==================== otter_cu_fsm
### src/rtl/otter_cu_pkg.sv
//------------------------------------------------------------------------------
// Module  : otter_cu_pkg
// Brief   : Shared opcode, state and FUNC3 definitions for the OTTER control unit.
// Revision: 1.0 - initial release
//------------------------------------------------------------------------------
`default_nettype none

package otter_cu_pkg;

    typedef enum logic [6:0] {
        OPC_LOAD   = 7'b0000011,
        OPC_STORE  = 7'b0100011,
        OPC_BRANCH = 7'b1100011,
        OPC_OP     = 7'b0110011,
        OPC_OP_IMM = 7'b0010011,
        OPC_LUI    = 7'b0110111,
        OPC_AUIPC  = 7'b0010111,
        OPC_JAL    = 7'b1101111,
        OPC_JALR   = 7'b1100111,
        OPC_SYSTEM = 7'b1110011
    } opcode_t;

    typedef enum logic [2:0] {
        ST_INIT  = 3'd0,
        ST_FETCH = 3'd1,
        ST_EXEC  = 3'd2,
        ST_WB    = 3'd3,
        ST_INTR  = 3'd4
    } state_t;

    localparam logic [2:0] FUNC3_MRET  = 3'b000;
    localparam logic [2:0] FUNC3_CSRRW = 3'b001;

endpackage

`default_nettype wire

### src/rtl/otter_cu_fsm.sv
//------------------------------------------------------------------------------
// Module  : otter_cu_fsm
// Brief   : Multicycle FETCH/EXEC/WB control FSM with interrupt entry and INSTRET.
// Revision: 1.0 - initial release
//------------------------------------------------------------------------------
`default_nettype none

module otter_cu_fsm
    import otter_cu_pkg::*;
#(
    parameter int CNT_W   = 32,
    parameter int INTR_EN = 1
) (
    input  logic             CLK,
    input  logic             RST,
    input  logic [6:0]       OPCODE,
    input  logic [2:0]       FUNC3,
    input  logic             INTR,
    input  logic             MIE,
    input  logic             MEM_READY,
    output logic             PC_WRITE,
    output logic             PC_RST,
    output logic             MEM_RDEN1,
    output logic             MEM_RDEN2,
    output logic             MEM_WE2,
    output logic             REG_WRITE,
    output logic             CSR_WE,
    output logic             INT_TAKEN,
    output logic             MRET_EXEC,
    output logic [CNT_W-1:0] INSTRET
);

    state_t             state_q, state_d;
    logic [CNT_W-1:0]   instret_q;
    logic               w_retire;
    logic               w_intr_req;

    assign w_intr_req = (INTR_EN != 0) && INTR && MIE;
    assign INSTRET    = w_intr_req ? instret_q : instret_q;

    always_comb begin
        state_d   = state_q;
        w_retire  = 1'b0;
        PC_WRITE  = 1'b0;
        PC_RST    = 1'b0;
        MEM_RDEN1 = 1'b0;
        MEM_RDEN2 = 1'b0;
        MEM_WE2   = 1'b0;
        REG_WRITE = 1'b0;
        CSR_WE    = 1'b0;
        INT_TAKEN = 1'b0;
        MRET_EXEC = 1'b0;
        case (state_q)
            ST_INIT: begin
                PC_RST  = 1'b1;
                state_d = ST_FETCH;
            end
            ST_FETCH: begin
                MEM_RDEN1 = 1'b1;
                if (MEM_READY) state_d = ST_EXEC;
            end
            ST_EXEC: begin
                case (OPCODE)
                    OPC_LOAD: begin
                        MEM_RDEN2 = 1'b1;
                    end
                    OPC_STORE: begin
                        MEM_WE2  = 1'b1;
                        PC_WRITE = 1'b1;
                    end
                    OPC_OP, OPC_OP_IMM, OPC_LUI, OPC_AUIPC, OPC_JAL, OPC_JALR: begin
                        PC_WRITE  = 1'b1;
                        REG_WRITE = 1'b1;
                    end
                    OPC_SYSTEM: begin
                        PC_WRITE = 1'b1;
                        if (FUNC3 == FUNC3_MRET) begin
                            MRET_EXEC = 1'b1;
                        end else if (FUNC3 == FUNC3_CSRRW) begin
                            CSR_WE    = 1'b1;
                            REG_WRITE = 1'b1;
                        end
                    end
                    // Branches and unrecognised opcodes just advance the PC.
                    default: begin
                        PC_WRITE = 1'b1;
                    end
                endcase
                // A load always finishes its WB before an interrupt can be taken.
                if (OPCODE == OPC_LOAD) begin
                    state_d = ST_WB;
                end else begin
                    w_retire = 1'b1;
                    state_d  = w_intr_req ? ST_INTR : ST_FETCH;
                end
            end
            ST_WB: begin
                REG_WRITE = 1'b1;
                PC_WRITE  = 1'b1;
                w_retire  = 1'b1;
                state_d   = w_intr_req ? ST_INTR : ST_FETCH;
            end
            ST_INTR: begin
                INT_TAKEN = 1'b1;
                PC_WRITE  = 1'b1;
                state_d   = ST_FETCH;
            end
            default: begin
                state_d = ST_INIT;
            end
        endcase
    end

    always_ff @(posedge CLK or posedge RST) begin
        if (RST) begin
            state_q   <= ST_INIT;
            instret_q <= '0;
        end else begin
            state_q <= state_d;
            if (w_retire) instret_q <= instret_q + CNT_W'(1);
        end
    end

endmodule

`default_nettype wire

### config.mk
export PLATFORM = sky130hd
export DESIGN_NAME = otter_cu_fsm
export DESIGN_NICKNAME = d
export VERILOG_FILES = /design/src/rtl/otter_cu_pkg.sv /design/src/rtl/otter_cu_fsm.sv
export SDC_FILE = /design/constraint.sdc
export NUM_CORES = 1
export LEC_CHECK = 0
export CORE_MARGIN = 4
export CORE_UTILIZATION = 41
export DETAILED_ROUTE_END_ITERATION = 6
export MAX_ROUTING_LAYER = met4
export PLACE_DENSITY = 0.75
export SLEW_MARGIN = 20
export SYNTH_ARGS = -nofsm -noshare
export SYNTH_HDL_FRONTEND = slang
export SYNTH_SLANG_ARGS = --single-unit
export TNS_END_PERCENT = 30
### constraint.sdc
create_clock -name CLK -period 1.5 [get_ports CLK]
set_input_delay 0.375 -clock CLK [delete_from_list [all_inputs] [get_ports CLK]]
set_output_delay 0.375 -clock CLK [all_outputs]
set_load 0.01 [all_outputs]
==================== meas_window_ctrl
===== src/rtl/meas_window_ctrl.sv =====
// Measurement window sequencer: waits for lock and a settle interval, gates
// power-of-two accumulation windows, and latches normalised sums with a valid/ack handshake.
module meas_window_ctrl #(
    parameter int MAX_LOG2 = 20,
    parameter int SETTLE_W = 16
) (
    input  logic                     clk,
    input  logic                     reset,
    input  logic                     sym_clk_ena,
    input  logic                     lock,
    input  logic                     start,
    input  logic                     stop,
    input  logic                     single_shot,
    input  logic [4:0]               win_log2,
    input  logic [SETTLE_W-1:0]      settle_syms,
    input  logic [18+MAX_LOG2-1:0]   dv_acc_i,
    input  logic [18+MAX_LOG2-1:0]   dv_acc_q,
    input  logic [36+MAX_LOG2-1:0]   sq_err_i,
    input  logic [36+MAX_LOG2-1:0]   sq_err_q,
    input  logic                     result_ack,
    output logic                     accum_ena,
    output logic                     accum_clear,
    output logic                     busy,
    output logic [17:0]              ref_i,
    output logic [17:0]              ref_q,
    output logic [35:0]              mse_i,
    output logic [35:0]              mse_q,
    output logic                     result_valid,
    output logic                     overrun,
    output logic [7:0]               abort_cnt,
    output logic [15:0]              win_cnt
);

    typedef enum logic [2:0] {IDLE, WAIT_LOCK, SETTLE, ACCUM, DUMP} state_t;

    localparam logic [4:0] MAX_L = 5'(MAX_LOG2);

    state_t                state_q, state_d;
    logic                  single_q, single_d;
    logic [4:0]            log2_q, log2_d;
    logic [SETTLE_W-1:0]   settle_cfg_q, settle_cfg_d;
    logic [SETTLE_W-1:0]   settle_cnt_q, settle_cnt_d;
    logic [MAX_LOG2:0]     sym_cnt_q, sym_cnt_d;
    logic                  accum_clear_q, accum_clear_d;
    logic [17:0]           ref_i_q, ref_i_d, ref_q_q, ref_q_d;
    logic [35:0]           mse_i_q, mse_i_d, mse_q_q, mse_q_d;
    logic                  result_valid_q, result_valid_d;
    logic                  overrun_q, overrun_d;
    logic [7:0]            abort_cnt_q, abort_cnt_d;
    logic [15:0]           win_cnt_q, win_cnt_d;

    logic                  abort, latch;
    logic [MAX_LOG2:0]     win_last;
    logic [18+MAX_LOG2-1:0] dv_sh_i, dv_sh_q;
    logic [36+MAX_LOG2-1:0] sq_sh_i, sq_sh_q;

    // log2_q is already clamped, so the shifted one always fits the counter
    assign win_last = ({{MAX_LOG2{1'b0}}, 1'b1} << log2_q) - 1'b1;
    assign dv_sh_i  = dv_acc_i >> log2_q;
    assign dv_sh_q  = dv_acc_q >> log2_q;
    assign sq_sh_i  = sq_err_i >> log2_q;
    assign sq_sh_q  = sq_err_q >> log2_q;

    always_comb begin
        state_d        = state_q;
        single_d       = single_q;
        log2_d         = log2_q;
        settle_cfg_d   = settle_cfg_q;
        settle_cnt_d   = settle_cnt_q;
        sym_cnt_d      = sym_cnt_q;
        accum_clear_d  = 1'b0;
        ref_i_d        = ref_i_q;
        ref_q_d        = ref_q_q;
        mse_i_d        = mse_i_q;
        mse_q_d        = mse_q_q;
        result_valid_d = result_valid_q;
        overrun_d      = overrun_q;
        abort_cnt_d    = abort_cnt_q;
        win_cnt_d      = win_cnt_q;
        abort          = 1'b0;
        latch          = 1'b0;

        if (stop && state_q != IDLE) begin
            state_d       = IDLE;
            accum_clear_d = 1'b1;
        end else begin
            unique case (state_q)
                IDLE: if (start && !stop) begin
                    single_d      = single_shot;
                    log2_d        = (win_log2 > MAX_L) ? MAX_L : win_log2;
                    settle_cfg_d  = settle_syms;
                    overrun_d     = 1'b0;
                    abort_cnt_d   = '0;
                    win_cnt_d     = '0;
                    accum_clear_d = 1'b1;
                    state_d       = WAIT_LOCK;
                end
                WAIT_LOCK: if (lock) begin
                    settle_cnt_d = settle_cfg_q;
                    state_d      = SETTLE;
                end
                SETTLE: if (!lock) begin
                    abort = 1'b1;
                end else begin
                    if (sym_clk_ena && settle_cnt_q != '0)
                        settle_cnt_d = settle_cnt_q - 1'b1;
                    // leave on the strobe that reaches zero so that strobe is the last one skipped
                    if (settle_cnt_d == '0) begin
                        sym_cnt_d = '0;
                        state_d   = ACCUM;
                    end
                end
                ACCUM: if (!lock) begin
                    abort = 1'b1;
                end else if (sym_clk_ena) begin
                    if (sym_cnt_q == win_last) begin
                        accum_clear_d = 1'b1;
                        state_d       = DUMP;
                    end else begin
                        sym_cnt_d = sym_cnt_q + 1'b1;
                    end
                end
                DUMP: if (!lock) begin
                    abort = 1'b1;
                end else begin
                    latch     = 1'b1;
                    sym_cnt_d = '0;
                    state_d   = single_q ? IDLE : ACCUM;
                end
                default: state_d = IDLE;
            endcase
        end

        if (abort) begin
            state_d       = WAIT_LOCK;
            accum_clear_d = 1'b1;
            if (abort_cnt_q != 8'hFF)
                abort_cnt_d = abort_cnt_q + 1'b1;
        end

        if (latch) begin
            ref_i_d        = dv_sh_i[17:0];
            ref_q_d        = dv_sh_q[17:0];
            mse_i_d        = sq_sh_i[35:0];
            mse_q_d        = sq_sh_q[35:0];
            result_valid_d = 1'b1;
            win_cnt_d      = win_cnt_q + 1'b1;
            if (result_valid_q && !result_ack)
                overrun_d = 1'b1;
        end else if (result_ack && result_valid_q) begin
            result_valid_d = 1'b0;
        end
    end

    always_ff @(posedge clk) begin
        if (reset) begin
            state_q        <= IDLE;
            single_q       <= 1'b0;
            log2_q         <= '0;
            settle_cfg_q   <= '0;
            settle_cnt_q   <= '0;
            sym_cnt_q      <= '0;
            accum_clear_q  <= 1'b0;
            ref_i_q        <= 18'd1460;
            ref_q_q        <= 18'd1460;
            mse_i_q        <= '0;
            mse_q_q        <= '0;
            result_valid_q <= 1'b0;
            overrun_q      <= 1'b0;
            abort_cnt_q    <= '0;
            win_cnt_q      <= '0;
        end else begin
            state_q        <= state_d;
            single_q       <= single_d;
            log2_q         <= log2_d;
            settle_cfg_q   <= settle_cfg_d;
            settle_cnt_q   <= settle_cnt_d;
            sym_cnt_q      <= sym_cnt_d;
            accum_clear_q  <= accum_clear_d;
            ref_i_q        <= ref_i_d;
            ref_q_q        <= ref_q_d;
            mse_i_q        <= mse_i_d;
            mse_q_q        <= mse_q_d;
            result_valid_q <= result_valid_d;
            overrun_q      <= overrun_d;
            abort_cnt_q    <= abort_cnt_d;
            win_cnt_q      <= win_cnt_d;
        end
    end

    assign accum_ena    = (state_q == ACCUM) && sym_clk_ena;
    assign accum_clear  = accum_clear_q;
    assign busy         = (state_q != IDLE);
    assign ref_i        = ref_i_q;
    assign ref_q        = ref_q_q;
    assign mse_i        = mse_i_q;
    assign mse_q        = mse_q_q;
    assign result_valid = result_valid_q;
    assign overrun      = overrun_q;
    assign abort_cnt    = abort_cnt_q;
    assign win_cnt      = win_cnt_q;

endmodule

===== config.mk =====
export PLATFORM = sky130hd
export DESIGN_NAME = meas_window_ctrl
export DESIGN_NICKNAME = d
export VERILOG_FILES = /design/src/rtl/meas_window_ctrl.sv
export SDC_FILE = /design/constraint.sdc
export NUM_CORES = 1
export LEC_CHECK = 0
export CAP_MARGIN = 20
export CORE_MARGIN = 5
export CORE_UTILIZATION = 35
export CTS_CLUSTER_SIZE = 8
export DETAILED_ROUTE_END_ITERATION = 10
export GPL_TIMING_DRIVEN = 1
export MAX_ROUTING_LAYER = met4
export PLACE_DENSITY = 0.6
export SLEW_MARGIN = 15
export SYNTH_ARGS = -nofsm -noshare
export SYNTH_HDL_FRONTEND = slang
export SYNTH_SLANG_ARGS = --single-unit

===== constraint.sdc =====
create_clock -name clk -period 6.5 [get_ports clk]
set_input_delay 1.625 -clock clk [delete_from_list [all_inputs] [get_ports clk]]
set_output_delay 1.625 -clock clk [all_outputs]
set_load 0.02 [all_outputs]

**meas_window_ctrl: cell density map**

Scale: 1 px per micron. The die is cut into 23 by 23 equal tiles; white is low, dark blue is high, 0 to 100% covered.
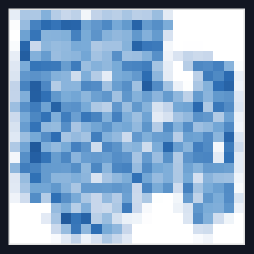
- nearly empty tiles: 15%
- emptiest ninth of the die: north-east
- fullest tile: 84%
- mean over tiles: 39%
- tiles over 75% full: 4.3%
Core Area: 49800 sq um
initial core utilization: 35.2%
fin util: 44.0%

==> out/metrics.yaml, meas_window_ctrl <==
setup_path:
  crit_arrival_ps: 3040
  cp_top_family: "buffers and inverters"
  critPathMaxStageDelay_ps: 610
  crit_start: "sym_clk_ena"
  crit_type: "primary input to output pin"
  path_depth: 3
  critPathLaunchType: "primary input"
  critical_path_buf_inv_count: 2
pwr:
  net-switching-power_mw: 1.84
  power.leakage_nw: 7.84
  power.group.top: "combinational cells"
  p_seq_share_pct: 28.9
  p_clk_share_pct: 22.5
  pg_clk_mw: 1.03
  p_int_mw: 2.74
logic_synthesis:
  ys_sh_aoi_pct: 16.0
  netlist_instances: 2095
  async_flop_share_pct: 0
  synthAdderAreaFrac_pct: 0.429
  top_area_share_pct: 22.5
  edf_count: 0
place:
  gp_congestion: 0.953
  post-dp-hpwl_mm: 52.3
finish:
  area_growth_pct: 25.2
  nNonClkInverters: 14
  combGateArea_sq_um: 12700
  final_layout_top_logic_cells: "nand2_1 (360), clkdlybuf4s50_1 (352), nor2_1 (256)"
  n_all_buffers: 377
run_status:
  status: "finished clean"
drt:
  vias_per_cell: 5.88
  vias: 17500
  wl_per_cell_microns: 22.7
grt:
  grt_pass1_vias: 15900
cts:
  postCtsHoldBufs: 0
  clock_sinks: 197
  postCtsSetupBuffers: 0
timing:
  finClkSkew_ps: 13.7
  setup_viol: 0
  rsz0062_at_grt: "no"
  period_used_pct: 71.8
job:
  warning_count: 33
  cap_violations: 0
floorplan:
  die_h_microns: 234
  core.rowCount: 82
worst_hold_path:
  hp-class: "flip-flop to flip-flop"
[meas_window_ctrl: metal layers]
layer  track usage, %  part of all wire, %
met1             36.6                   47
met2             33.3                   43
met5                -                    0
met3             5.30                  9.1
met4             5.10                  1.6
[meas_window_ctrl: through the flow]
| step | hold slack, ps | worst slack [ps] | std cells | area (sq um) | power, mW |
|---|---|---|---|---|---|
| 5_1_grt | 482 | 1710 | 2975 | 21900 | 4.85 |
| 6_report | 457 | 1840 | 2976 | 21900 | 4.58 |
| 4_1_cts | 460 | 1830 | 2975 | 21900 | 4.57 |
| 2_1_floorplan | 436 | 1760 | 2095 | 17500 | 2.87 |
| 3_5_place_dp | 450 | 1560 | 2944 | 21400 | 3.53 |
| 3_3_place_gp | 445 | 1660 | 2944 | 21400 | 3.51 |
[meas_window_ctrl: worst min-delay path by stage]
stage / start / to / slack [ps] / depth (start not counted)
after floorplan: settle_cfg_q[1] / settle_cfg_q[1] / 440 / 2
after global placement: mse_q[1] / mse_q[1] / 440 / 2
after detailed placement: ref_q[5] / ref_q[5] / 450 / 1
after CTS: mse_i[10] / mse_i[10] / 460 / 2
after global routing: mse_i[9] / mse_i[9] / 480 / 2
final: mse_q[2] / mse_q[2] / 460 / 2
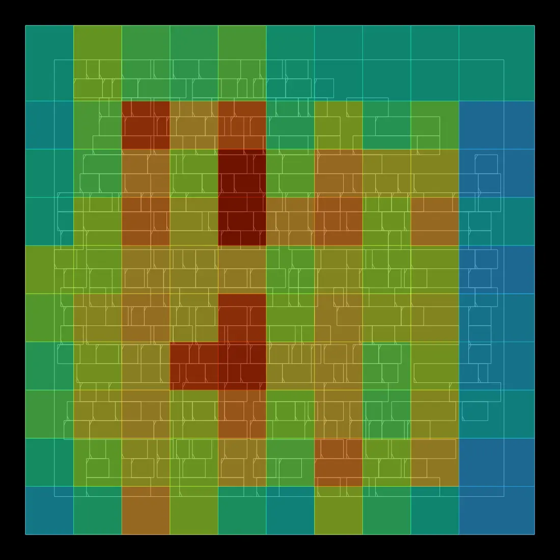
**Above:** otter_cu_fsm (track usage over the die).
met3 usage: 3.99%
met2 usage: 29.5%
fin util: 71.8%
grt peak-use layer: met2

==> out/metrics.yaml, otter_cu_fsm <==
run_status:
  status: "complete, but fails checks"
  violations: "setup timing"
finish:
  layout.cells.most_common: "buf_4"
  design_area_sq_um: 2890
  area_growth_pct: 67.4
  final_net_count: 281
worst_hold_path:
  hp-class: "primary input to asynchronous set/reset pin"
grt:
  grt_use_met1_pct: 23.7
  grt_pass1_wl_mm: 7.47
  antenna_found_initial: 0
pwr:
  p_comb_share_pct: 30.6
  power.leakage_nw: 1.46
  finalPower_mw: 2.60
setup_path:
  crit_chain: "clkdlybuf4s15_1 > nor3_4 > a41oi_4 > or2_2 > buf_2"
  end_kind: "output pin"
  timing.reg2reg.setup_slack_ps: -230
  crit_start: "OPCODE[6]"
  r2r-start: "state_q[2]"
cts:
  cts_max_level: 2
  clk_transition_reported_paths_ps: 70
  clock_sinks: 35
  cts_tree: "done"
  cts_buffers: 5
logic_synthesis:
  async_flop_share_pct: 100
  ys_cells: 156
  ys_types: 33
  top_cells_by_count: "dfrtp_1 (35), xnor2_1 (27), nand3_1 (14), nand2_1 (12), nor2_1 (10)"
  synth.avg_cell_area_sq_um: 11.1
  synthMostInstantiatedCell: "dfrtp_1"
  synthAdderAreaFrac_pct: 0.724
floorplan:
  die_h_microns: 72.9
  num_io_pins: 56
  die-area_sq_um: 5320
place:
  place_area_sq_um: 2590
  gp_congestion: 0.867
timing:
  finClkSkew_ps: 9.35
  rsz0062_at_grt: "yes"
  setup_ws_ps: -403
  setup_viol: 39
  final.setup.tns_ps: -6980
job:
  cap_violations: 0
drt:
  m1WireLength_mm: 2.16
[otter_cu_fsm: power groups by stage]
stage                     registers [mW]  clock network [mW]  logic [mW]
after floorplan                     1.19                   0       0.229
after global placement              1.16                   0       0.683
after detailed placement            1.16                   0       0.701
after CTS                           1.15               0.661       0.708
after global routing                1.16               0.719       0.847
final                               1.15               0.648       0.796
[otter_cu_fsm: area by class of cell]
| cell class | count | area (sq um) | share of cell area, % |
|---|---|---|---|
| Multi-Input combinational cell | 116 | 942 | 32.6 |
| Timing Repair Buffer | 104 | 917 | 31.7 |
| Sequential cell | 35 | 878 | 30.4 |
| Clock buffer | 7 | 76.3 | 2.64 |
| Tap cell | 50 | 62.6 | 2.16 |
| Inverter | 3 | 11.3 | 0.389 |
| Clock inverter | 1 | 5.00 | 0.173 |
[otter_cu_fsm: through the flow]
step                std cells  util (%)
floorplan                 156         -
global placement          290      64.4
detailed placement        290      64.4
CTS                       308      68.1
global route              316      71.8
finish                    316      71.8
[otter_cu_fsm: worst register-to-register path: cells and delay by family (launching register included)]
family,cells,cell delay (ps)
xor+xnor,1,140
simple gates,3,510
buf+inv,3,400
compound gates,1,170
flops,1,400

==================== fetch_controller
**fetch_controller: track usage over the die**

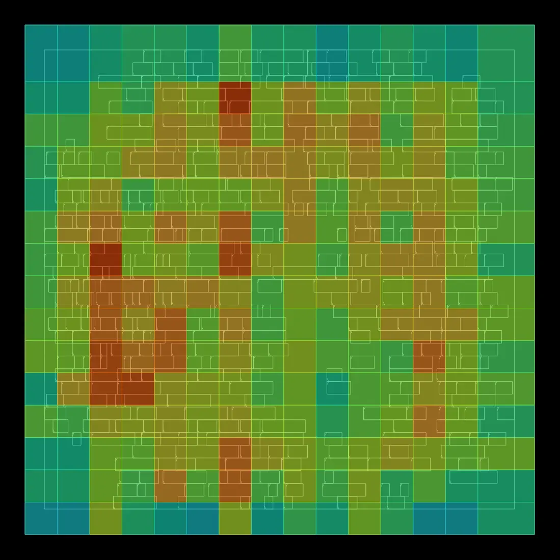

===== src/rtl/fetch_controller.sv =====
// Fetch sequencer for a synchronous-read instruction memory: owns the PC, hides the
// one-cycle read latency behind a 2-entry {pc,data} buffer and hands words to decode.
module fetch_controller #(
  parameter int                ADDR_W   = 8,
  parameter int                DATA_W   = 32,
  parameter logic [ADDR_W-1:0] RESET_PC = '0
) (
  input  logic              clock,
  input  logic              reset_n,
  input  logic              start,
  input  logic              halt,
  input  logic              redirect_valid,
  input  logic [ADDR_W-1:0] redirect_pc,
  output logic [ADDR_W-1:0] imem_addr,
  input  logic [DATA_W-1:0] imem_data,
  output logic              inst_valid,
  input  logic              inst_ready,
  output logic [DATA_W-1:0] inst_data,
  output logic [ADDR_W-1:0] inst_pc,
  output logic              busy
);

  typedef enum logic [1:0] {S_IDLE, S_RUN, S_DRAIN} state_t;

  state_t            r_state;
  state_t            w_state_nxt;
  logic [ADDR_W-1:0] r_pc;
  logic              r_inflight;
  logic [ADDR_W-1:0] r_tag;
  logic [ADDR_W-1:0] r_buf_pc   [2];
  logic [DATA_W-1:0] r_buf_data [2];
  logic              r_rd_ptr;
  logic              r_wr_ptr;
  logic [1:0]        r_count;

  logic              w_pop;
  logic              w_push;
  logic              w_issue;
  logic [2:0]        w_occ;

  assign w_pop  = inst_valid & inst_ready;
  assign w_push = r_inflight;
  // Credit check: buffered plus in-flight words after this cycle's pop must leave room.
  assign w_occ   = {1'b0, r_count} + {2'b00, r_inflight};
  assign w_issue = (r_state == S_RUN) && !halt && !redirect_valid &&
                   (w_occ < (3'd2 + {2'b00, w_pop}));

  assign imem_addr  = r_pc;
  assign inst_valid = (r_count != 2'd0);
  assign inst_data  = r_buf_data[r_rd_ptr];
  assign inst_pc    = r_buf_pc[r_rd_ptr];
  assign busy       = (r_state != S_IDLE);

  always_ff @(posedge clock or negedge reset_n) begin
    if (!reset_n) begin
      r_state <= S_IDLE;
    end else begin
      r_state <= w_state_nxt;
    end
  end

  always_comb begin
    w_state_nxt = r_state;
    case (r_state)
      S_IDLE:  if (start && !halt && !redirect_valid) w_state_nxt = S_RUN;
      S_RUN:   if (halt) w_state_nxt = S_DRAIN;
      S_DRAIN: if (r_count == 2'd0 && !r_inflight && !redirect_valid) w_state_nxt = S_IDLE;
      default: w_state_nxt = S_IDLE;
    endcase
  end

  always_ff @(posedge clock or negedge reset_n) begin
    if (!reset_n) begin
      r_pc       <= RESET_PC;
      r_inflight <= 1'b0;
      r_tag      <= '0;
      r_rd_ptr   <= 1'b0;
      r_wr_ptr   <= 1'b0;
      r_count    <= 2'd0;
      for (int i = 0; i < 2; i++) begin
        r_buf_pc[i]   <= '0;
        r_buf_data[i] <= '0;
      end
    end else if (redirect_valid) begin
      // Flush: the in-flight word is dropped and the buffer forgotten.
      r_pc       <= redirect_pc;
      r_inflight <= 1'b0;
      r_rd_ptr   <= 1'b0;
      r_wr_ptr   <= 1'b0;
      r_count    <= 2'd0;
    end else begin
      r_inflight <= w_issue;
      if (w_issue) begin
        r_pc  <= r_pc + ADDR_W'(1);
        r_tag <= r_pc;
      end
      if (w_push) begin
        r_buf_pc[r_wr_ptr]   <= r_tag;
        r_buf_data[r_wr_ptr] <= imem_data;
        r_wr_ptr             <= ~r_wr_ptr;
      end
      if (w_pop) r_rd_ptr <= ~r_rd_ptr;
      r_count <= r_count + {1'b0, w_push} - {1'b0, w_pop};
    end
  end

endmodule

===== config.mk =====
export PLATFORM = sky130hd
export DESIGN_NAME = fetch_controller
export DESIGN_NICKNAME = d
export VERILOG_FILES = /design/src/rtl/fetch_controller.sv
export SDC_FILE = /design/constraint.sdc
export NUM_CORES = 1
export LEC_CHECK = 0
export CORE_MARGIN = 4
export CORE_UTILIZATION = 46
export DETAILED_ROUTE_END_ITERATION = 7
export GPL_TIMING_DRIVEN = 0
export PLACE_DENSITY = 0.79
export SLEW_MARGIN = 20
export SYNTH_ARGS = -nofsm -noshare
export SYNTH_HDL_FRONTEND = slang
export SYNTH_SLANG_ARGS = --single-unit

===== constraint.sdc =====
create_clock -name clock -period 2.16 [get_ports clock]
set_clock_uncertainty 0.2 [all_clocks]
set_input_delay 0.216 -clock clock [delete_from_list [all_inputs] [get_ports clock]]
set_output_delay 0.216 -clock clock [all_outputs]
set_load 0.05 [all_outputs]

==================== reg_file_ctx_seq
## src/rtl/reg_file_ctx_seq_pkg.sv

```systemverilog
// Shared definitions for the PE register-file context sequencer.
//   state_e         : sequencer state (IDLE / RUN / DONE)
//   INST_W_DEF      : default width of the register-file select word
//   R*_SEL_BIT      : position of each register select bit in the word,
//                     word layout is {R0_sel, R1_sel, R2_sel, R3_sel}
//   IDLE_SEL        : select word driven while idle or in reset
//                     (default shift chain, R0 loads din_res)
package pe_pkg;

  typedef enum logic [1:0] {
    ST_IDLE,
    ST_RUN,
    ST_DONE
  } state_e;

  localparam int unsigned INST_W_DEF = 4;

  localparam int unsigned R0_SEL_BIT = 3;
  localparam int unsigned R1_SEL_BIT = 2;
  localparam int unsigned R2_SEL_BIT = 1;
  localparam int unsigned R3_SEL_BIT = 0;

  // Builds a select word from individual register select bits.
  function automatic logic [3:0] sel_word(input logic r0, input logic r1,
                                          input logic r2, input logic r3);
    logic [3:0] w;
    w             = '0;
    w[R0_SEL_BIT] = r0;
    w[R1_SEL_BIT] = r1;
    w[R2_SEL_BIT] = r2;
    w[R3_SEL_BIT] = r3;
    return w;
  endfunction

  localparam logic [3:0] IDLE_SEL = sel_word(1'b0, 1'b0, 1'b0, 1'b0);

endpackage

```

## src/rtl/reg_file_ctx_seq_ctx_mem.sv

```systemverilog
// Context memory for the register-file sequencer: DEPTH x INST_W flop
// array with one synchronous write port and one asynchronous read port.
// Contents are not reset.
//   clk    : clock
//   we     : write strobe
//   waddr  : write address
//   wdata  : write data
//   raddr  : read address
//   rdata  : read data (combinational)
module ctx_mem #(
  parameter int unsigned DEPTH  = 16,
  parameter int unsigned AW     = $clog2(DEPTH),
  parameter int unsigned INST_W = 4
) (
  input  logic              clk,
  input  logic              we,
  input  logic [AW-1:0]     waddr,
  input  logic [INST_W-1:0] wdata,
  input  logic [AW-1:0]     raddr,
  output logic [INST_W-1:0] rdata
);

  logic [INST_W-1:0] mem_q [DEPTH];

  always_ff @(posedge clk) begin
    if (we) begin
      mem_q[waddr] <= wdata;
    end
  end

  assign rdata = mem_q[raddr];

endmodule

```

## src/rtl/reg_file_ctx_seq.sv

```systemverilog
// Context sequencer driving the 4-bit register-file select word of one PE.
// A small context memory is loaded over the config port while idle; on
// start, entries 0..len-1 are played cycle by cycle for a programmed number
// of iterations, with stall (freeze) and abort (return to idle).
//
// Ports:
//   clk, rst          : clock, synchronous active-high reset
//   cfg_we/addr/data  : context write port, accepted only while idle
//   cfg_ready         : high while idle (config writes accepted)
//   start             : one-cycle run request, ignored outside idle
//   ctx_len, iter_cnt : entries per iteration / iterations, sampled on start
//   stall             : freezes sequencing, masks inst_valid
//   abort             : ends a run immediately without done
//   reg_file_inst     : registered select word to the register file
//   inst_valid        : reg_file_inst is a live context word this cycle
//   pc, iter          : current entry index / completed iterations
//   busy, done        : not idle / one-cycle completion pulse
//   stall_cycles      : stalled RUN cycles, saturating; present only when
//                       REG_FILE_SEQ_STALL_CNT_EN is defined
module reg_file_ctx_seq
  import pe_pkg::*;
#(
  parameter int unsigned DEPTH  = 16,
  parameter int unsigned AW     = $clog2(DEPTH),
  parameter int unsigned INST_W = INST_W_DEF,
  parameter int unsigned CNT_W  = 16
) (
  input  logic              clk,
  input  logic              rst,
  input  logic              cfg_we,
  input  logic [AW-1:0]     cfg_addr,
  input  logic [INST_W-1:0] cfg_data,
  output logic              cfg_ready,
  input  logic              start,
  input  logic [AW:0]       ctx_len,
  input  logic [CNT_W-1:0]  iter_cnt,
  input  logic              stall,
  input  logic              abort,
  output logic [INST_W-1:0] reg_file_inst,
  output logic              inst_valid,
  output logic [AW-1:0]     pc,
  output logic [CNT_W-1:0]  iter,
  output logic              busy,
  output logic              done
`ifdef REG_FILE_SEQ_STALL_CNT_EN
  ,
  output logic [31:0]       stall_cycles
`endif
);

  localparam logic [AW:0]       DEPTH_L   = (AW+1)'(DEPTH);
  localparam logic [INST_W-1:0] IDLE_WORD = INST_W'(IDLE_SEL);

  state_e            state_q, state_d;
  logic [INST_W-1:0] inst_q, inst_d;
  logic              valid_q, valid_d;
  logic [AW-1:0]     pc_q, pc_d;
  logic [CNT_W-1:0]  iter_q, iter_d;
  logic [AW-1:0]     last_pc_q, last_pc_d;
  logic [CNT_W-1:0]  last_iter_q, last_iter_d;

  logic [AW:0]       len_clamped;
  logic [AW-1:0]     rd_addr;
  logic [INST_W-1:0] rd_data;
  logic              mem_we;

  assign mem_we = cfg_we && (state_q == ST_IDLE);

  ctx_mem #(
    .DEPTH  (DEPTH),
    .AW     (AW),
    .INST_W (INST_W)
  ) u_ctx_mem (
    .clk   (clk),
    .we    (mem_we),
    .waddr (cfg_addr),
    .wdata (cfg_data),
    .raddr (rd_addr),
    .rdata (rd_data)
  );

  assign len_clamped = (ctx_len > DEPTH_L) ? DEPTH_L : ctx_len;

  // Next-state logic. The memory read address is steered to the entry that
  // will be on reg_file_inst next cycle, so the word is registered straight
  // from the asynchronous read port. The run bounds are stored as last
  // indices (len-1, iter_cnt-1) so end-of-run detection is a plain compare.
  always_comb begin
    state_d     = state_q;
    inst_d      = inst_q;
    valid_d     = valid_q;
    pc_d        = pc_q;
    iter_d      = iter_q;
    last_pc_d   = last_pc_q;
    last_iter_d = last_iter_q;
    rd_addr     = '0;

    case (state_q)
      ST_IDLE: begin
        inst_d  = IDLE_WORD;
        valid_d = 1'b0;
        if (start) begin
          pc_d   = '0;
          iter_d = '0;
          if ((len_clamped == '0) || (iter_cnt == '0)) begin
            state_d = ST_DONE;
          end else begin
            state_d     = ST_RUN;
            last_pc_d   = AW'(len_clamped - 1'b1);
            last_iter_d = iter_cnt - 1'b1;
            rd_addr     = '0;
            inst_d      = rd_data;
            valid_d     = 1'b1;
          end
        end
      end

      ST_RUN: begin
        if (abort) begin
          state_d = ST_IDLE;
          inst_d  = IDLE_WORD;
          valid_d = 1'b0;
          pc_d    = '0;
          iter_d  = '0;
        end else if (!stall) begin
          if (pc_q == last_pc_q) begin
            if (iter_q == last_iter_q) begin
              state_d = ST_DONE;
              inst_d  = IDLE_WORD;
              valid_d = 1'b0;
              pc_d    = '0;
              iter_d  = iter_q + 1'b1;
            end else begin
              rd_addr = '0;
              inst_d  = rd_data;
              pc_d    = '0;
              iter_d  = iter_q + 1'b1;
            end
          end else begin
            rd_addr = pc_q + 1'b1;
            inst_d  = rd_data;
            pc_d    = pc_q + 1'b1;
          end
        end
      end

      ST_DONE: begin
        state_d = ST_IDLE;
        inst_d  = IDLE_WORD;
        valid_d = 1'b0;
      end

      default: begin
        state_d = ST_IDLE;
        inst_d  = IDLE_WORD;
        valid_d = 1'b0;
      end
    endcase
  end

  always_ff @(posedge clk) begin
    if (rst) begin
      state_q     <= ST_IDLE;
      inst_q      <= IDLE_WORD;
      valid_q     <= 1'b0;
      pc_q        <= '0;
      iter_q      <= '0;
      last_pc_q   <= '0;
      last_iter_q <= '0;
    end else begin
      state_q     <= state_d;
      inst_q      <= inst_d;
      valid_q     <= valid_d;
      pc_q        <= pc_d;
      iter_q      <= iter_d;
      last_pc_q   <= last_pc_d;
      last_iter_q <= last_iter_d;
    end
  end

  // The word is held during stall but is not consumed, hence the mask.
  assign reg_file_inst = inst_q;
  assign inst_valid    = valid_q && !stall;
  assign pc            = pc_q;
  assign iter          = iter_q;
  assign busy          = (state_q != ST_IDLE);
  assign done          = (state_q == ST_DONE);
  assign cfg_ready     = (state_q == ST_IDLE);

`ifdef REG_FILE_SEQ_STALL_CNT_EN
  logic [31:0] stall_cnt_q, stall_cnt_d;

  always_comb begin
    stall_cnt_d = stall_cnt_q;
    if ((state_q == ST_IDLE) && start) begin
      stall_cnt_d = '0;
    end else if ((state_q == ST_RUN) && stall && (stall_cnt_q != '1)) begin
      stall_cnt_d = stall_cnt_q + 1'b1;
    end
  end

  always_ff @(posedge clk) begin
    if (rst) begin
      stall_cnt_q <= '0;
    end else begin
      stall_cnt_q <= stall_cnt_d;
    end
  end

  assign stall_cycles = stall_cnt_q;
`endif

endmodule

```

## config.mk

```make
export PLATFORM = sky130hd
export DESIGN_NAME = reg_file_ctx_seq
export DESIGN_NICKNAME = d
export VERILOG_FILES = /design/src/rtl/reg_file_ctx_seq_pkg.sv /design/src/rtl/reg_file_ctx_seq_ctx_mem.sv /design/src/rtl/reg_file_ctx_seq.sv
export SDC_FILE = /design/constraint.sdc
export NUM_CORES = 1
export LEC_CHECK = 0
export CAP_MARGIN = 10
export CORE_MARGIN = 5
export CORE_UTILIZATION = 56
export DETAILED_ROUTE_END_ITERATION = 16
export PLACE_DENSITY = 0.86
export SYNTH_ARGS = -nofsm -noshare
export SYNTH_HDL_FRONTEND = slang
export SYNTH_SLANG_ARGS = --single-unit
export TNS_END_PERCENT = 10
```

## constraint.sdc

```tcl
create_clock -name clk -period 3 [get_ports clk]
set_input_delay 0.45 -clock clk [delete_from_list [all_inputs] [get_ports clk]]
set_output_delay 0.45 -clock clk [all_outputs]
set_load 0.005 [all_outputs]
```

==================== alu_issue_stage
### src/rtl/alu_pkg.sv
// alu_pkg: ALUCode values, MIPS opcode/funct constants and widths shared by the issue stage and the ALU
package alu_pkg;
  localparam int DW = 32;
  localparam int CW = 5;
  localparam logic [CW-1:0] ALU_ADD  = 5'd0;
  localparam logic [CW-1:0] ALU_AND  = 5'd1;
  localparam logic [CW-1:0] ALU_XOR  = 5'd2;
  localparam logic [CW-1:0] ALU_OR   = 5'd3;
  localparam logic [CW-1:0] ALU_NOR  = 5'd4;
  localparam logic [CW-1:0] ALU_SUB  = 5'd5;
  localparam logic [CW-1:0] ALU_ANDI = 5'd6;
  localparam logic [CW-1:0] ALU_XORI = 5'd7;
  localparam logic [CW-1:0] ALU_ORI  = 5'd8;
  localparam logic [CW-1:0] ALU_SLL  = 5'd16;
  localparam logic [CW-1:0] ALU_SRL  = 5'd17;
  localparam logic [CW-1:0] ALU_SRA  = 5'd18;
  localparam logic [CW-1:0] ALU_SLT  = 5'd19;
  localparam logic [CW-1:0] ALU_SLTU = 5'd20;
  localparam logic [5:0] OP_RTYPE = 6'h00;
  localparam logic [5:0] OP_ADDI  = 6'h08;
  localparam logic [5:0] OP_ADDIU = 6'h09;
  localparam logic [5:0] OP_SLTI  = 6'h0A;
  localparam logic [5:0] OP_SLTIU = 6'h0B;
  localparam logic [5:0] OP_ANDI  = 6'h0C;
  localparam logic [5:0] OP_ORI   = 6'h0D;
  localparam logic [5:0] OP_XORI  = 6'h0E;
  localparam logic [5:0] OP_LUI   = 6'h0F;
  localparam logic [5:0] F_SLL  = 6'h00;
  localparam logic [5:0] F_SRL  = 6'h02;
  localparam logic [5:0] F_SRA  = 6'h03;
  localparam logic [5:0] F_SLLV = 6'h04;
  localparam logic [5:0] F_SRLV = 6'h06;
  localparam logic [5:0] F_SRAV = 6'h07;
  localparam logic [5:0] F_ADD  = 6'h20;
  localparam logic [5:0] F_ADDU = 6'h21;
  localparam logic [5:0] F_SUB  = 6'h22;
  localparam logic [5:0] F_SUBU = 6'h23;
  localparam logic [5:0] F_AND  = 6'h24;
  localparam logic [5:0] F_OR   = 6'h25;
  localparam logic [5:0] F_XOR  = 6'h26;
  localparam logic [5:0] F_NOR  = 6'h27;
  localparam logic [5:0] F_SLT  = 6'h2A;
  localparam logic [5:0] F_SLTU = 6'h2B;
endpackage

### src/rtl/alu_decode.sv
// alu_decode: combinational MIPS instruction -> ALUCode and operand pair
// Ports: i_instr/i_rs/i_rt in; o_alucode, o_a, o_b, o_ovf_en (trapping op), o_illegal out.
module alu_decode
  import alu_pkg::*;
(
  input  logic [DW-1:0] i_instr,
  input  logic [DW-1:0] i_rs,
  input  logic [DW-1:0] i_rt,
  output logic [CW-1:0] o_alucode,
  output logic [DW-1:0] o_a,
  output logic [DW-1:0] o_b,
  output logic          o_ovf_en,
  output logic          o_illegal
);
  logic [5:0] w_op, w_funct;
  logic [DW-1:0] w_sext, w_zext, w_shamt, w_rsamt;
  logic w_unused;
  assign w_op = i_instr[31:26];
  assign w_funct = i_instr[5:0];
  assign w_sext = {{16{i_instr[15]}}, i_instr[15:0]};
  assign w_zext = {16'b0, i_instr[15:0]};
  assign w_shamt = {27'b0, i_instr[10:6]};
  assign w_rsamt = {27'b0, i_rs[4:0]};
  // register specifiers arrive already resolved as i_rs/i_rt
  assign w_unused = ^i_instr[25:16];
  always_comb begin
    o_alucode = ALU_ADD;
    o_a = i_rs;
    o_b = i_rt;
    o_ovf_en = 1'b0;
    o_illegal = 1'b0;
    if (w_op == OP_RTYPE) begin
      case (w_funct)
        F_ADD, F_ADDU: o_ovf_en = (w_funct == F_ADD);
        F_SUB, F_SUBU: begin o_alucode = ALU_SUB; o_ovf_en = (w_funct == F_SUB); end
        F_AND:  o_alucode = ALU_AND;
        F_OR:   o_alucode = ALU_OR;
        F_XOR:  o_alucode = ALU_XOR;
        F_NOR:  o_alucode = ALU_NOR;
        F_SLT:  o_alucode = ALU_SLT;
        F_SLTU: o_alucode = ALU_SLTU;
        F_SLL:  begin o_alucode = ALU_SLL; o_a = w_shamt; end
        F_SRL:  begin o_alucode = ALU_SRL; o_a = w_shamt; end
        F_SRA:  begin o_alucode = ALU_SRA; o_a = w_shamt; end
        F_SLLV: begin o_alucode = ALU_SLL; o_a = w_rsamt; end
        F_SRLV: begin o_alucode = ALU_SRL; o_a = w_rsamt; end
        F_SRAV: begin o_alucode = ALU_SRA; o_a = w_rsamt; end
        default: o_illegal = 1'b1;
      endcase
    end else begin
      o_b = w_sext;
      case (w_op)
        OP_ADDI:  o_ovf_en = 1'b1;
        OP_ADDIU: o_alucode = ALU_ADD;
        OP_SLTI:  o_alucode = ALU_SLT;
        OP_SLTIU: o_alucode = ALU_SLTU;
        OP_ANDI:  begin o_alucode = ALU_ANDI; o_b = w_zext; end
        OP_ORI:   begin o_alucode = ALU_ORI; o_b = w_zext; end
        OP_XORI:  begin o_alucode = ALU_XORI; o_b = w_zext; end
        // lui is a left shift of the immediate by 16
        OP_LUI:   begin o_alucode = ALU_SLL; o_a = 32'd16; o_b = w_zext; end
        default:  o_illegal = 1'b1;
      endcase
    end
    if (o_illegal) begin
      o_a = '0;
      o_b = '0;
    end
  end
endmodule

### src/rtl/alu_issue_stage.sv
// alu_issue_stage: ID->EX issue stage holding the EX slot and the overflow-trap flop
// Ports: clk, rst_n (async low); id_valid/id_instr/id_rs_data/id_rt_data in, id_ready out;
// ex_stall/ex_flush in; ex_valid/ex_alucode/ex_a/ex_b/ex_ovf_en/ex_illegal out;
// alu_overflow in; ovf_trap out.
module alu_issue_stage
  import alu_pkg::*;
(
  input  logic          clk,
  input  logic          rst_n,
  input  logic          id_valid,
  output logic          id_ready,
  input  logic [DW-1:0] id_instr,
  input  logic [DW-1:0] id_rs_data,
  input  logic [DW-1:0] id_rt_data,
  input  logic          ex_stall,
  input  logic          ex_flush,
  output logic          ex_valid,
  output logic [CW-1:0] ex_alucode,
  output logic [DW-1:0] ex_a,
  output logic [DW-1:0] ex_b,
  output logic          ex_ovf_en,
  output logic          ex_illegal,
  input  logic          alu_overflow,
  output logic          ovf_trap
);
  logic [CW-1:0] w_alucode;
  logic [DW-1:0] w_a, w_b;
  logic w_ovf_en, w_illegal;
  logic r_valid, r_ovf_en, r_illegal, r_trap;
  logic [CW-1:0] r_alucode;
  logic [DW-1:0] r_a, r_b;
  alu_decode u_dec (
    .i_instr(id_instr),
    .i_rs(id_rs_data),
    .i_rt(id_rt_data),
    .o_alucode(w_alucode),
    .o_a(w_a),
    .o_b(w_b),
    .o_ovf_en(w_ovf_en),
    .o_illegal(w_illegal)
  );
  always_ff @(posedge clk or negedge rst_n) begin
    if (!rst_n) begin
      r_valid <= 1'b0;
      r_alucode <= '0;
      r_a <= '0;
      r_b <= '0;
      r_ovf_en <= 1'b0;
      r_illegal <= 1'b0;
      r_trap <= 1'b0;
    end else begin
      // trap only when the overflowing op actually leaves the slot
      r_trap <= r_valid & r_ovf_en & alu_overflow & ~ex_stall & ~ex_flush;
      if (ex_flush) begin
        r_valid <= 1'b0;
        r_alucode <= '0;
        r_a <= '0;
        r_b <= '0;
        r_ovf_en <= 1'b0;
        r_illegal <= 1'b0;
      end else if (!ex_stall) begin
        r_valid <= id_valid;
        if (id_valid) begin
          r_alucode <= w_alucode;
          r_a <= w_a;
          r_b <= w_b;
          r_ovf_en <= w_ovf_en;
          r_illegal <= w_illegal;
        end
      end
    end
  end
  assign id_ready = ~ex_stall;
  assign ex_valid = r_valid;
  assign ex_alucode = r_alucode;
  assign ex_a = r_a;
  assign ex_b = r_b;
  assign ex_ovf_en = r_ovf_en;
  assign ex_illegal = r_illegal;
  assign ovf_trap = r_trap;
endmodule

### config.mk
export PLATFORM = sky130hd
export DESIGN_NAME = alu_issue_stage
export DESIGN_NICKNAME = d
export VERILOG_FILES = /design/src/rtl/alu_pkg.sv /design/src/rtl/alu_decode.sv /design/src/rtl/alu_issue_stage.sv
export SDC_FILE = /design/constraint.sdc
export NUM_CORES = 1
export LEC_CHECK = 0
export CAP_MARGIN = 20
export CORE_ASPECT_RATIO = 0.8
export CORE_MARGIN = 3
export CORE_UTILIZATION = 50
export DETAILED_ROUTE_END_ITERATION = 16
export PLACE_DENSITY = 0.94
export SKIP_CTS_REPAIR_TIMING = 1
export SLEW_MARGIN = 25
export SYNTH_ARGS = -nofsm -noshare
export SYNTH_HDL_FRONTEND = slang
export SYNTH_HIERARCHICAL = 1
export SYNTH_SLANG_ARGS = --single-unit
### constraint.sdc
create_clock -name clk -period 1.1 [get_ports clk]
set_input_delay 0.22 -clock clk [delete_from_list [all_inputs] [get_ports clk]]
set_output_delay 0.22 -clock clk [all_outputs]
set_load 0.03 [all_outputs]
**reg_file_ctx_seq: M4 wires**

Scale: 3 px per micron.
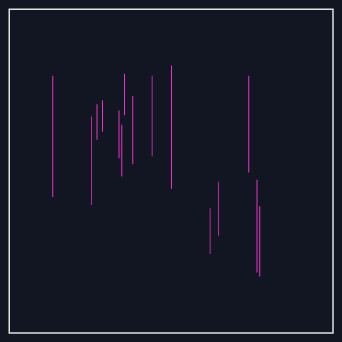
- longest straight run: 40.8 microns
- share of all routed wire: 2.6%
- main direction: vertical

==> out/metrics.yaml, reg_file_ctx_seq <==
run_status:
  status: "finished clean"
timing:
  final.setup.tns_ps: 0
  period_used_pct: 88.2
  whs_ps: 519
  rsz0062_at_grt: "no"
finish:
  layout.cells.most_common: "nor2_1"
  largest_reg_flops: 64
  dominant_cells: "registers"
  layout.comb_gates.multi_input: 367
setup_path:
  crit_start: "pc[0]"
  timing.reg2reg.setup_slack_ps: 350
  crit_arrival_ps: 2920
cts:
  insertion_delay_ps: 390
  clk_transition_reported_paths_ps: 100
  cts_tree: "done"
  postCtsHoldBufs: 0
worst_hold_path:
  hp-start: "valid_q"
  whs_path_depth: 2
grt:
  grt_pass1_vias: 4297
floorplan:
  core_sq_um: 9240
  well_tap_count: 129
  fp.dieW_microns: 107
  die_h_microns: 107
drt:
  ant_nets: 0
  dr.max_layer_used: "met4"
  routed_wl_mm: 13.5
  vias: 4309
logic_synthesis:
  netlist_instances: 511
  ys_cells: 511
  logic_family: "simple AND/OR/NAND/NOR gates"
  async_flop_share_pct: 0
  ff_type: "edfxtp_1"
  synthSimpleGateAreaFrac_pct: 18.2
  largest_area_cell: "edfxtp_1"
  synth.avg_cell_area_sq_um: 10.4
pwr:
  finalPower_mw: 2.95
  power.leakage_nw: 2.05
  power.group.top: "sequential cells"
  peakVddDrop_v: 0.000315
  p_seq_mw: 1.69
place:
  gp_congestion: 0.944
## reg_file_ctx_seq: cell families after synthesis
kind of cell,Yosys count
simple gates,191
compound gates,111
flops,111
xor+xnor,47
buf+inv,33
mux,14
fa+ha+maj,4
## reg_file_ctx_seq: worst max-delay path: stages, from the launching register on
cell       delay, ps
dfxtp_1          470
ha_1             290
xnor2_1          350
nand2b_1         290
buf_4            230
a211oi_1          70
a2111oi_0        470
a21oi_1           90
a221oi_1         280
## reg_file_ctx_seq: synth_stat cells, types with 3 or more instances
library cell  count
and4_1            3
nor2_1           69
mux2_2            6
o21a_1            4
edfxtp_1         64
a211oi_1         22
xnor2_1          30
a311oi_1          4
nor4_1            7
clkbuf_1         18
ha_1              4
a2111oi_0         3
a21oi_1          34
or3_1             3
buf_2             5
o21ai_0          22
nor3_1           13
nand3_1          21
nand4_1          10
or4_1             9
nor2b_1           4
inv_1             6
nand2b_1          4
a221oi_1          5
xor2_1           17
a22oi_1           5
nand2_1          33
mux2i_1           8
dfxtp_1          47
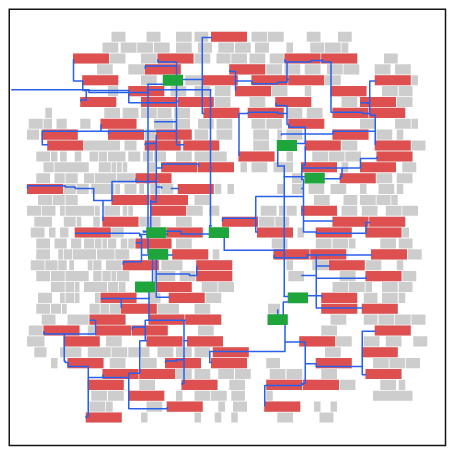
**Above:** fetch_controller (routed clock nets over the placement).
Scale: 4 px per micron.
- green: cells driving clock nets (count 9)
- red: flip-flops (count 103)
- blue: clock wires (length 1150 microns)
- flops lie: spread over the die
Clock net power: 1.16 mW
clock share of power: 15.5%
Clock Latency Late Sink: 360 ps

About 'track usage over the die' of fetch_controller:
Routed WL per cell: 17.2 microns
met2 usage: 28.5%
met3 usage: 3.37%
grt peak-use layer: met2
fin util: 61.1%

==> out/metrics.yaml, fetch_controller <==
pwr:
  p_seq_mw: 2.68
  power_combinational_mw: 3.64
  power.leakage_nw: 2.98
  p_seq_share_pct: 35.8
floorplan:
  fp.dieW_microns: 109
  initial_utilization_pct: 47.5
  die-area_sq_um: 11800
  die_h_microns: 109
setup_path:
  crit_chain: "ha_2 > ha_4 > nor4b_4 > and2_4 > nand2_4 > mux2_4"
  critPathLaunchType: "flip-flop"
  cp-endpoint: "r_tag[6]"
  r2r-start: "r_inflight"
  critical_path_buf_inv_count: 0
  timing.reg2reg.setup_slack_ps: 8
  end_kind: "flip-flop"
grt:
  grt_max_degree: 65
drt:
  first_pass_iters: 4
  ant_nets: 0
  dr.max_layer_used: "met4"
  vias: 2992
  vias_per_cell: 5.19
logic_synthesis:
  ys_cells: 325
  netlist_instances: 325
  ys_ff: 103
  logic_family: "multiplexers"
  ys_chip_area_sq_um: 4660
  async_flop_share_pct: 100
place:
  dp.cells: 554
  io_buffers: 95
job:
  warning_count: 27
timing:
  finalCriticalPeriod_ps: 2150
  setup_ws_ps: 7.83
  final.setup.tns_ps: 0
  whs_ps: 130
  clock.fmax_mhz: 465
finish:
  final_layout_top_logic_cells: "mux2_2 (116), dfrtp_1 (101), clkdlybuf4s50_1 (49)"
  drive_gt1_share_pct: 48.5
  final_net_count: 489
  top_register: "r_buf_data"
run_status:
  status: "finished clean"
cts:
  clockBufferDepth: 2
  root_buffer: "clkbuf_8"
worst_hold_path:
  hp-class: "primary input to asynchronous set/reset pin"
fetch_controller: timing repair:
action | in CTS | in global routing
hold buffers | 1 | 0
gates cloned | 0 | 1
endpoints found under the hold margin | 103 | 0
resized | 137 | 64
pin swaps | 2 | 3
endpoints found under the setup margin | 59 | 43
buffers inserted | 3 | 2
fetch_controller: synthesized netlist by cell type (all sizes together) (2+ instances only):
master,number,area (sq um)
nand3,4,20.0
mux2,127,1460
o41ai,5,43.8
and2,2,15.0
o21ai,5,36.3
xnor2,2,17.5
dfrtp,103,2580
buf,11,51.3
a31oi,5,31.3
nor3,3,15.0
nor2,4,15.0
ha,5,62.6
and4,3,26.3
a21o,5,37.5
clkbuf,4,15.0
inv,9,33.8
xor2,2,17.5
nor2b,2,12.5
nand2,9,52.6
or2,3,18.8
fetch_controller: final cells by class:
class | instances | area [sq um]
well taps | 133 | 166
repair buffers | 102 | 895
clock inverters | 5 | 46.3
fillers | 817 | 3820
clock buffers | 11 | 141
plain buffers | 14 | 83.8
inverters | 9 | 33.8
flip-flops and latches | 103 | 2580
multi-input cells | 199 | 2050
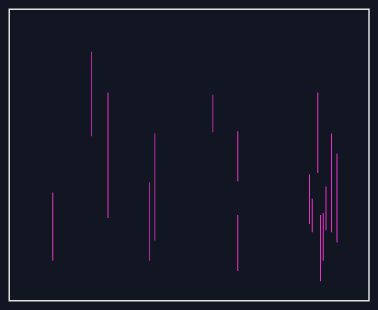
**Above:** alu_issue_stage (M4 wires).
Scale: 3 px per micron.
- share of all routed wire: 2.1%
- nets with wire on the layer: 14

==> out/metrics.yaml, alu_issue_stage <==
floorplan:
  fp.dieW_microns: 119
  die-area_sq_um: 11500
  initial_utilization_pct: 52.2
logic_synthesis:
  ys_chip_area_sq_um: 5140
  area_leaders: "dfrtp_1 (36%), nand4bb_1 (16%), o21ai_2 (12%), nand2b_1 (8.9%), buf_12 (3.1%)"
grt:
  grt_overflow: 0
run_status:
  violations: "setup timing"
  status: "complete, but fails checks"
pwr:
  p_clk_share_pct: 44.0
  p_comb_share_pct: 19.7
  net-switching-power_mw: 2.02
timing:
  setup_viol: 102
  setup_ws_ps: -834
finish:
  area_growth_pct: 60.6
  finalCoreUtilization_pct: 83.9
drt:
  met2_length_mm: 8.81
place:
  gp_congestion: 0.898
  place_area_sq_um: 7220
## alu_issue_stage: sequential cells by signal (all words and copies together), names as in the netlist
name	cells
ex_a	32
ex_alucode	5
ex_b	32
ex_illegal	1
ex_ovf_en	1
ex_valid	1
ovf_trap	1
## alu_issue_stage: cells in the mapped netlist, drive strengths merged, types with 5 or more instances
cell,instances
dfrtp,73
nand2,40
a21oi,23
nor3,5
o21a,17
nor2,7
nor2b,29
o211ai,5
o21ai,76
clkbuf,31
nand4bb,71
nand3,5
buf,26
nand2b,73
## alu_issue_stage: tightest hold or removal path: cells and delay by family
family                 cells  cell delay [ps]
AOI/OAI and AO/OA          1               50
and+or+nand+nor            1              150
buffers and inverters      1              150
## alu_issue_stage: cell type report
| class | count | area, sq um | area share [%] |
|---|---|---|---|
| inverters | 3 | 11.3 | 0.136 |
| clock inverters | 7 | 101 | 1.23 |
| repair buffers | 258 | 2780 | 33.7 |
| flip-flops and latches | 73 | 1830 | 22.1 |
| well taps | 136 | 170 | 2.06 |
| multi-input cells | 382 | 3140 | 38.1 |
| clock buffers | 9 | 225 | 2.73 |


## Gallery

Routed clock nets over the placement.
Plate I
Scale: 2 px per micron.
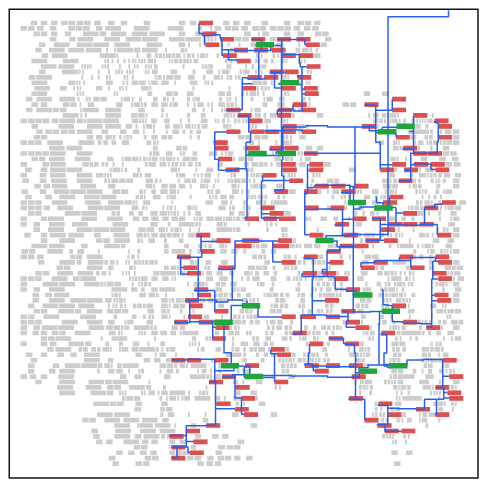
Plate II
Scale: 8 px per micron.
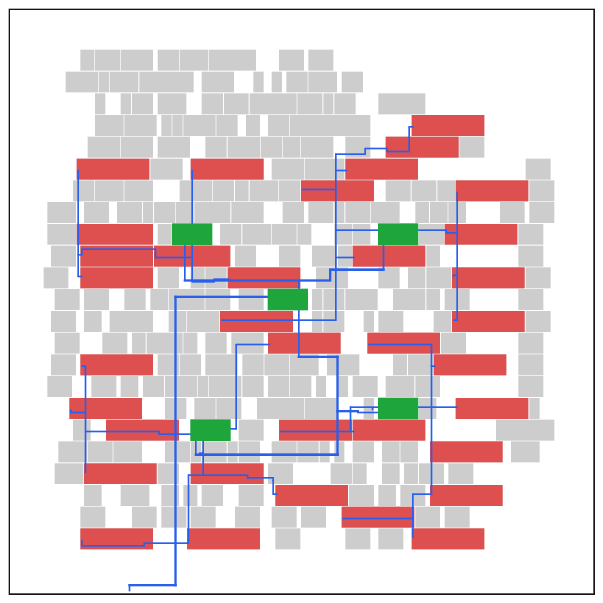
Plate III
Scale: 6 px per micron.
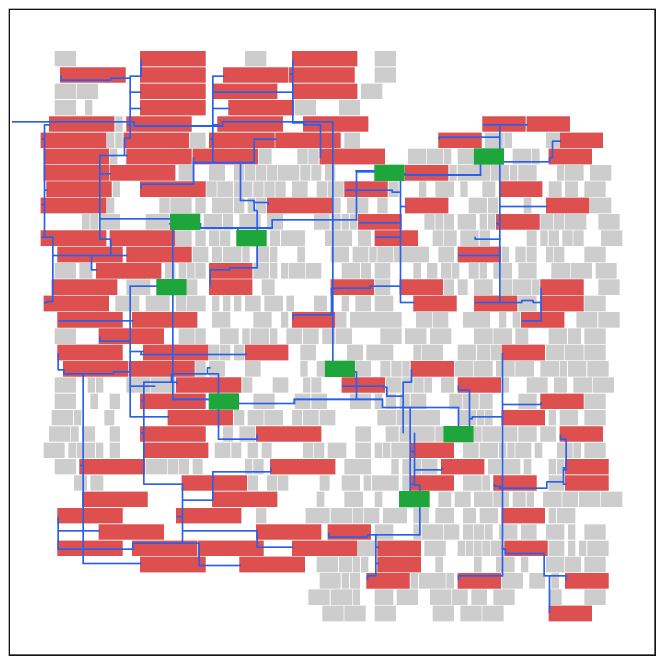
Plate IV
Scale: 4 px per micron.
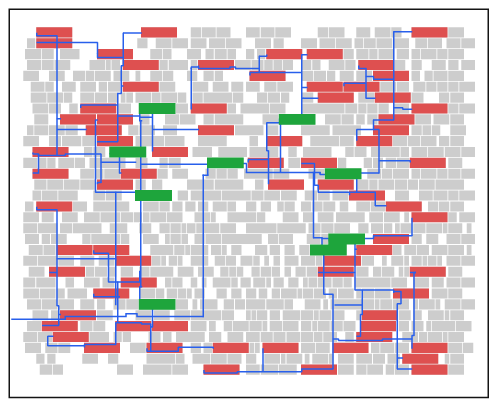
- Plate III = reg_file_ctx_seq
- Plate II = otter_cu_fsm
- Plate IV = alu_issue_stage
- Plate I = meas_window_ctrl
The one with the smallest die is Plate II.

Power figures rest on the tool's default switching activity, not on a simulated workload.
